# design 1

Fig. 1: design 1, cell outlines without signal wires
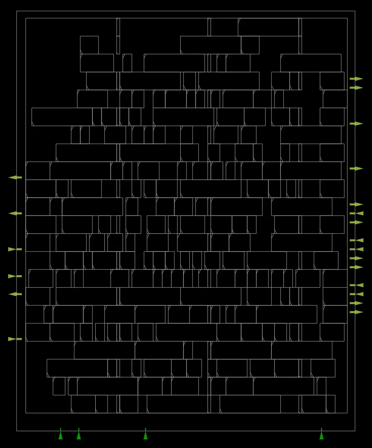

--- src/rtl/booth_divider_if.sv ---
// Operand/result bundle shared by the Booth divider and whatever drives it.
// The master issues start with operands; the slave returns the status and result words.
interface booth_divider_if #(
   parameter int DW = 6,
   parameter int VW = 3
);
   logic          start;
   logic [DW-1:0] dividend;
   logic [VW-1:0] divisor;
   logic          busy;
   logic          done;
   logic [DW-1:0] quotient;
   logic [VW-1:0] remainder;
   logic          div_zero;
   logic          ovf;

   modport master (
      output start, dividend, divisor,
      input  busy, done, quotient, remainder, div_zero, ovf
   );

   modport slave (
      input  start, dividend, divisor,
      output busy, done, quotient, remainder, div_zero, ovf
   );
endinterface

--- src/rtl/booth_divider.sv ---
// Sequential signed divider: restoring radix-2 on magnitudes, then a sign-fix cycle.
// Quotient truncates toward zero; the remainder takes the dividend's sign.
module booth_divider #(
   parameter int DW = 6,
   parameter int VW = 3
) (
   input logic             clk,
   input logic             rst,
   booth_divider_if.slave  bus
);
   localparam int CW = $clog2(DW + 1);

   typedef enum logic [1:0] {IDLE, ITER, FIX, DONE} state_t;

   state_t        state, state_nxt;
   logic [DW-1:0] dq;         // dividend magnitude, shifts out as quotient bits shift in
   logic [VW-1:0] dvm;
   logic [VW:0]   pr;
   logic [CW-1:0] cnt;
   logic          dvd_neg;
   logic          sign_diff;

   logic [DW-1:0] dvd_mag;
   logic [VW-1:0] dvs_mag;
   logic [VW:0]   pr_sh;
   logic [VW+1:0] trial;
   logic [DW-1:0] q_fix;
   logic [VW-1:0] r_fix;

   // The most negative input maps to its unsigned magnitude (|-32| = 32, |-4| = 4).
   assign dvd_mag = bus.dividend[DW-1] ? (~bus.dividend + DW'(1)) : bus.dividend;
   assign dvs_mag = bus.divisor[VW-1]  ? (~bus.divisor  + VW'(1)) : bus.divisor;

   assign pr_sh = {pr[VW-1:0], dq[DW-1]};
   assign trial = {1'b0, pr_sh} - {2'b00, dvm};
   assign q_fix = sign_diff ? (~dq + DW'(1)) : dq;
   assign r_fix = dvd_neg ? (~pr[VW-1:0] + VW'(1)) : pr[VW-1:0];

   // NOTE: sequential state uses non-blocking assignments so every flop samples pre-edge values.
   always_ff @(posedge clk or posedge rst) begin
      if (rst) state <= IDLE;
      else     state <= state_nxt;
   end

   // NOTE: defaulting state_nxt first keeps this block free of inferred latches.
   always_comb begin
      state_nxt = state;
      case (state)
         IDLE: if (bus.start) state_nxt = (bus.divisor == '0) ? DONE : ITER;
         ITER: if (cnt == CW'(1)) state_nxt = FIX;
         FIX:  state_nxt = DONE;
         DONE: state_nxt = IDLE;
         default: state_nxt = IDLE;
      endcase
   end

   always_comb begin
      bus.busy = (state != IDLE);
      bus.done = (state == DONE);
   end

   always_ff @(posedge clk or posedge rst) begin
      if (rst) begin
         dq            <= '0;
         dvm           <= '0;
         pr            <= '0;
         cnt           <= '0;
         dvd_neg       <= 1'b0;
         sign_diff     <= 1'b0;
         bus.quotient  <= '0;
         bus.remainder <= '0;
         bus.div_zero  <= 1'b0;
         bus.ovf       <= 1'b0;
      end else begin
         case (state)
            IDLE: if (bus.start) begin
               dvd_neg   <= bus.dividend[DW-1];
               sign_diff <= bus.dividend[DW-1] ^ bus.divisor[VW-1];
               dq        <= dvd_mag;
               dvm       <= dvs_mag;
               pr        <= '0;
               cnt       <= CW'(DW);
               bus.ovf   <= 1'b0;
               if (bus.divisor == '0) begin
                  bus.div_zero  <= 1'b1;
                  bus.quotient  <= '0;
                  bus.remainder <= bus.dividend[VW-1:0];
               end else begin
                  bus.div_zero  <= 1'b0;
               end
            end
            ITER: begin
               dq  <= {dq[DW-2:0], ~trial[VW+1]};
               pr  <= trial[VW+1] ? pr_sh : trial[VW:0];
               cnt <= cnt - CW'(1);
            end
            FIX: begin
               bus.quotient  <= q_fix;
               bus.remainder <= r_fix;
               // Only -32/-1 lands here: positive result whose magnitude needs the sign bit.
               bus.ovf       <= ~sign_diff & dq[DW-1];
            end
            default: ;
         endcase
      end
   end
endmodule

--- src/flat_wrapper.sv ---
// flat-port wrapper written by rule: the top's interface ports become plain ports
module booth_divider_flat 
#(
   parameter int DW = 6,
   parameter int VW = 3
)
  (clk, rst, bus_start, bus_dividend, bus_divisor, bus_busy, bus_done, bus_quotient, bus_remainder, bus_div_zero, bus_ovf);
  booth_divider_if #(.DW(DW), .VW(VW)) bus_i ();
  input logic clk;
  input logic rst;
  input wire logic [$bits(bus_i.start)-1:0] bus_start;
  input wire logic [$bits(bus_i.dividend)-1:0] bus_dividend;
  input wire logic [$bits(bus_i.divisor)-1:0] bus_divisor;
  output wire logic [$bits(bus_i.busy)-1:0] bus_busy;
  output wire logic [$bits(bus_i.done)-1:0] bus_done;
  output wire logic [$bits(bus_i.quotient)-1:0] bus_quotient;
  output wire logic [$bits(bus_i.remainder)-1:0] bus_remainder;
  output wire logic [$bits(bus_i.div_zero)-1:0] bus_div_zero;
  output wire logic [$bits(bus_i.ovf)-1:0] bus_ovf;
  assign bus_i.start = bus_start;
  assign bus_i.dividend = bus_dividend;
  assign bus_i.divisor = bus_divisor;
  assign bus_busy = bus_i.busy;
  assign bus_done = bus_i.done;
  assign bus_quotient = bus_i.quotient;
  assign bus_remainder = bus_i.remainder;
  assign bus_div_zero = bus_i.div_zero;
  assign bus_ovf = bus_i.ovf;
  booth_divider #(.DW(DW), .VW(VW)) u_core (.clk(clk), .rst(rst), .bus(bus_i));
endmodule
--- config.mk ---
export PLATFORM = sky130hd
export DESIGN_NAME = booth_divider_flat
export DESIGN_NICKNAME = d
export VERILOG_FILES = /design/src/rtl/booth_divider_if.sv /design/src/rtl/booth_divider.sv /design/src/flat_wrapper.sv
export SDC_FILE = /design/constraint.sdc
export NUM_CORES = 1
export LEC_CHECK = 0
export CORE_ASPECT_RATIO = 1.25
export CORE_UTILIZATION = 58
export CTS_CLUSTER_DIAMETER = 80
export DETAILED_ROUTE_END_ITERATION = 8
export GPL_ROUTABILITY_DRIVEN = 0
export HOLD_SLACK_MARGIN = 0.12
export PLACE_DENSITY = 0.92
export RECOVER_POWER = 50
export SLEW_MARGIN = 40
export SYNTH_ARGS = -nofsm -noshare
export SYNTH_HDL_FRONTEND = slang
export SYNTH_SLANG_ARGS = --single-unit
--- constraint.sdc ---
create_clock -name clk -period 3.1 [get_ports clk]
set_input_delay 0.465 -clock clk [delete_from_list [all_inputs] [get_ports clk]]
set_output_delay 0.465 -clock clk [all_outputs]
set_load 0.01 [all_outputs]
# design 2

### src/rtl/deser3.sv
// Serial-to-parallel word assembler, LSB first, with registered AND/OR reductions.
// Optional even-parity trailer bit and par_err output: define DESER3_PARITY_EN.
module deser3 #(
    parameter int WIDTH = 3
) (
    input  logic             clk,
    input  logic             rst_n,
    input  logic             clr,
    input  logic             in_bit,
    input  logic             in_valid,
    output logic             in_ready,
    output logic [WIDTH-1:0] out_data,
    output logic             out_and,
    output logic             out_or,
    output logic             out_valid,
`ifdef DESER3_PARITY_EN
    output logic             par_err,
`endif
    input  logic             out_ready
);

`ifdef DESER3_PARITY_EN
    localparam int LAST = WIDTH;
`else
    localparam int LAST = WIDTH - 1;
`endif
    localparam int CW = $clog2(LAST + 1);
    localparam logic [CW-1:0] LAST_C = CW'(LAST);

    logic [CW-1:0]    cnt_q;
    logic [CW-1:0]    cnt_d;
    logic [WIDTH-1:0] sh_q;
    logic [WIDTH-1:0] sh_d;
    logic [WIDTH-1:0] word;
    logic             take;
    logic             done;
`ifdef DESER3_PARITY_EN
    logic             perr;
`endif

    // cnt is the state: COLLECT below LAST, COMPLETE on the transfer at LAST
    always_ff @(posedge clk or negedge rst_n) begin
        if (!rst_n) begin
            cnt_q <= '0;
        end else begin
            cnt_q <= cnt_d;
        end
    end

    always_comb begin
        cnt_d = cnt_q;
        if (clr) begin
            cnt_d = '0;
        end else if (take) begin
            cnt_d = done ? '0 : cnt_q + CW'(1);
        end
    end

    always_comb begin
        in_ready = !((cnt_q == LAST_C) && out_valid && !out_ready);
        take     = in_valid && in_ready && !clr;
        done     = take && (cnt_q == LAST_C);
    end

    always_comb begin
        sh_d = sh_q;
        if (clr) begin
            sh_d = '0;
        end else if (take) begin
            for (int i = 0; i < WIDTH; i++) begin
                if (cnt_q == CW'(i)) begin
                    sh_d[i] = in_bit;
                end
            end
        end
`ifdef DESER3_PARITY_EN
        // final bit is parity only; data bits are already in sh_q
        word = sh_q;
        perr = ^{sh_q, in_bit};
`else
        word = sh_d;
`endif
    end

    always_ff @(posedge clk or negedge rst_n) begin
        if (!rst_n) begin
            sh_q <= '0;
        end else begin
            sh_q <= sh_d;
        end
    end

    always_ff @(posedge clk or negedge rst_n) begin
        if (!rst_n) begin
            out_data  <= '0;
            out_and   <= 1'b0;
            out_or    <= 1'b0;
            out_valid <= 1'b0;
`ifdef DESER3_PARITY_EN
            par_err   <= 1'b0;
`endif
        end else if (done) begin
            out_data  <= word;
            out_and   <= &word;
            out_or    <= |word;
            out_valid <= 1'b1;
`ifdef DESER3_PARITY_EN
            par_err   <= perr;
`endif
        end else if (out_valid && out_ready) begin
            out_valid <= 1'b0;
`ifdef DESER3_PARITY_EN
            par_err   <= 1'b0;
`endif
        end
    end

endmodule

### config.mk
export PLATFORM = sky130hd
export DESIGN_NAME = deser3
export DESIGN_NICKNAME = d
export VERILOG_FILES = /design/src/rtl/deser3.sv
export SDC_FILE = /design/constraint.sdc
export NUM_CORES = 1
export LEC_CHECK = 0
export ABC_AREA = 1
export CAP_MARGIN = 25
export CORE_UTILIZATION = 35
export CTS_CLUSTER_DIAMETER = 200
export DETAILED_ROUTE_END_ITERATION = 7
export GPL_TIMING_DRIVEN = 0
export PLACE_DENSITY_LB_ADDON = 0.12
export SETUP_SLACK_MARGIN = 0.3
export SKIP_LAST_GASP = 1
export SYNTH_ARGS = -nofsm -noshare
export SYNTH_HDL_FRONTEND = slang
export SYNTH_SLANG_ARGS = --single-unit
export TNS_END_PERCENT = 1
### constraint.sdc
create_clock -name clk -period 1.4 [get_ports clk]
set_input_delay 0.28 -clock clk [delete_from_list [all_inputs] [get_ports clk]]
set_output_delay 0.28 -clock clk [all_outputs]
set_load 0.01 [all_outputs]

==> notes/layouts.md <==
Pictures saved along the way, in no particular order.

Placed cells, one colour a class.
image #1
(4 px per um) Fill, decap, tap and diode cells in grey.
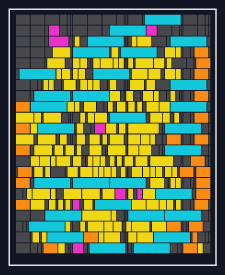
image #2
(6 px per um) Fill, decap, tap and diode cells in grey.
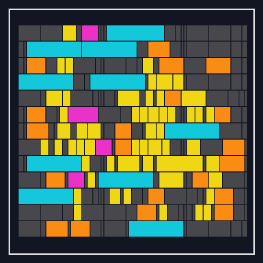
For design 1, see image #1.
For design 2, see image #2.

Fig. 2: design 1, power grid
(6 px per um) Pins as bars on the die edge.
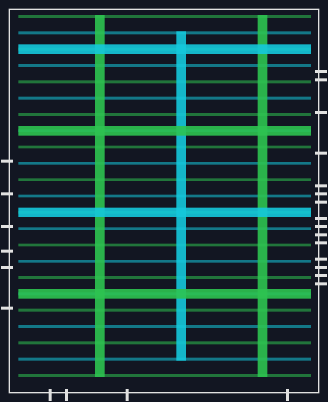
| colour | net |
|---|---|
| cyan | VDD |
| green | VSS |
met4 straps: 3
rows: 22
signal pins: 25
met1 rails: 23
Chip Width: 51.3 um
core box area: 2920 um^2
die extent in y: 63.6 um

## Picture notes: Fig. 1
registers: 30
# fillers: 233

==> flow_metrics.tcl, design 1 <==
# flow metrics
set metrics [dict create \
    outcome "finished, violations left" \
    violations "capacitance limit, slew limit" \
    fin_skew_ps 11.9 \
    grtUsageTotal 0.267 \
    synthArstFlopShare 1.00 \
    drt-pass1-iter-count 4 \
    critical_path.top_delay_family "buffers and inverters" \
    post_drt_wl_per_cell_um 14.6 \
    final_cell_mix "dfrtp_1 (30), nand2_1 (23), clkdlybuf4s50_1 (23)" \
    crit_path_max_fanout 8 \
    io_buffers 24 \
    maxSlewViolCount 31 \
    yosysTopAreaCellShare 0.426 \
    stdcell_count 247 \
    rsz0062_at_grt "false" \
    clock_path_buffers 2 \
    clk_share 0.0288 \
    p_comb_uw 1080 \
    intPower_uw 1150 \
    yosysCellCount 183 \
    p_comb_frac 0.535 \
    comb_area_share 0.443 \
    grt_antenna_before_repair 0 \
    buf_share 0.117 \
    drt_wl_total_mm 3.61 \
    worstSetupEndpoint "bus_busy" \
    aoi_share 0.177 \
    reg.largest.list "u_core.bus.quotient x6, u_core.dq x6" \
    clock-sinks 30 \
    required_ps 2630 \
    htreeDepth 2 \
    dp_cells 239 \
    timing.max_cap.violations 1 \
    yosys_warnings 0 \
    relSlewSlack -0.101 \
    hp-class "reg2reg" \
    synth_flop_count 30 \
    p_seq_frac 0.343 \
    finalCriticalPeriod_ps 2340 \
    viasPerCell 5.64 \
    post-dp-hpwl_mm 2.64 \
    syn_avg_cell_area_um2 9.63 \
    xor_area_frac 0.0447 \
    cp-start-kind "flip-flop" \
    drt_first_iter_violations 36 \
    reg2reg_to "u_core.dq[5]$_DFFE_PP0P_" \
    cp_data_arrival_time_ps 1880 \
    floorplan.die_area_um2 3270 \
    clk_pin_slew_worst_paths_ps 100 \
    initial_core_util 0.604 \
    regToRegStartpoint "u_core.state[1]$_DFFE_PP0P_" \
    route.met2.wl_mm 1.77 \
    switching_share 0.427 \
    signal_buffers 25 \
    pwr-share-clk 0.122 \
    cts-buffers-inserted 5 \
    register_area_um2 751 \
    rr_worst_depth 5 \
    wl_met3_um 141 \
    drtAntennaViolNets 0 \
    ff_type "dfrtp_1" \
]
-- design 1: layer usage --
layer | vias to the layer above | GRT usage
li1 | 684 | -
met5 | - | 0
met2 | 42 | 0.414
met3 | 8 | 0.0652
met1 | 659 | 0.334
met4 | 0 | 0.145
-- design 1: metrics by stage --
step           setup WS, ps  hold WS [ps]  power (uW)  cell area, um^2
3_3_place_gp           1070           461        1720             2030
4_1_cts                 748           490        2020             2090
6_report                758           484        2010             2090
3_5_place_dp           1020           467        1770             2030
5_1_grt                 680           538        2200             2090
2_1_floorplan          1420           450        1450             1760
Fig. 3: design 2, wiring by layer
(10 px per um) Only two layers are drawn.
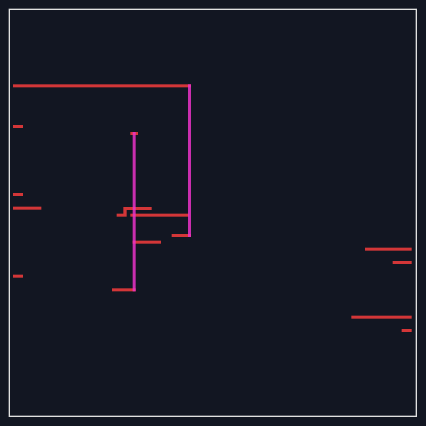
| colour | layer | wire length |
|---|---|---|
| red | metal 3 | 50.3 um |
| magenta | metal 4 | 30.6 um |
GRT Total Usage: 0.181
via count: 486
wire per inst: 10.5 um

==> flow_metrics.tcl, design 2 <==
# flow metrics
set metrics [dict create \
    grt_antenna_before_repair 0 \
    register_area_um2 251 \
    maxSlewViolCount 0 \
    nFillCells 137 \
    rr_worst_depth 7 \
    fmax_mhz 775 \
    first_global_vias 447 \
    n_antenna_cell 0 \
    lay_top_count "nand2_1" \
    clock-sinks 10 \
    ctsRootBufferMaster "clkbuf_4" \
    seq_cell_count 10 \
    grt_max_degree 11 \
    regToRegStartpoint "cnt_q[1]$_DFFE_PN0P_" \
    cp_data_arrival_time_ps 1010 \
    outcome "complete, no violations" \
    critical_path.top_delay_family "flip-flops" \
    seq_share 0.327 \
    crit_path_max_fanout 2 \
    rrSetupSlack_ps 160 \
    p_clk_uw 268 \
    ctsHoldBuffers 0 \
    clk_share 0.0472 \
    p_seq_frac 0.434 \
    cts_resized 15 \
    synth_flop_count 10 \
    finalCritPeriodShare 0.922 \
    die_w_um 40.6 \
    syn_avg_cell_area_um2 8.13 \
    gp_congestion 0.726 \
    pg_seq_uw 342 \
    worst_slew_pin_slew_ps 451 \
    top_usage_layer "met2" \
    final_util 0.570 \
    met3_usage 0.0500 \
    signal_buffers 20 \
    placed_cell_area_um2 659 \
]
[design 2: state kept, by name (all words and copies together) (netlist names)]
| register | flops |
|---|---|
| cnt_q | 2 |
| out_and | 1 |
| out_data | 3 |
| out_or | 1 |
| out_valid | 1 |
| sh_q | 2 |
[design 2: cell families (layout without fill, tap and decap cells)]
logic type | after synthesis | in the layout
and+or+nand+nor | 37 | 37
buffers and inverters | 13 | 37
AOI/OAI and AO/OA | 4 | 4
DFF | 10 | 10


==> layout pictures side by side <==
Routed clock nets over the placement.
panel A
(10 px per um)
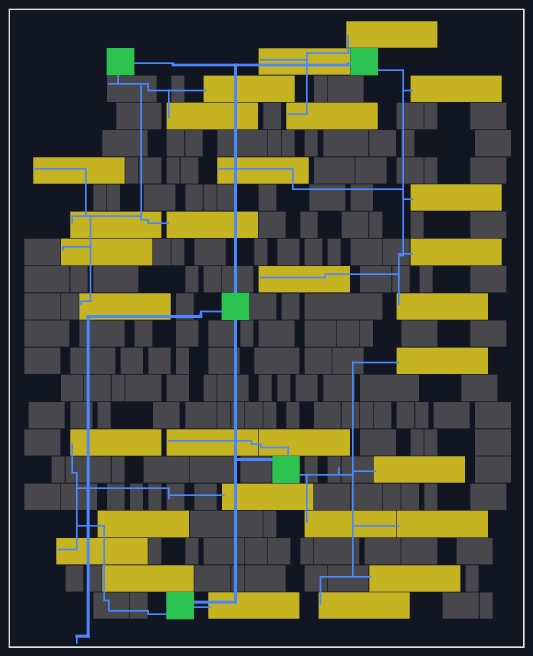
panel B
(12 px per um)
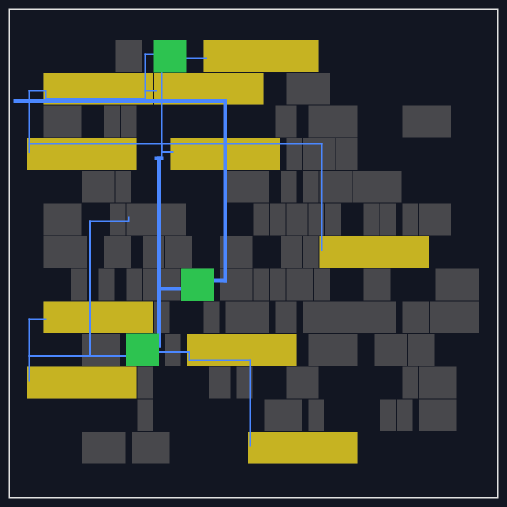
| picture | from |
|---|---|
| panel A | design 1 |
| panel B | design 2 |

Key to panel A:
[green] clock drivers | count: 5
[yellow] flip-flops | count: 30
[blue] clock wires | length: 408 um
flops lie: widely spread

Power and IR drop assume default switching activity.
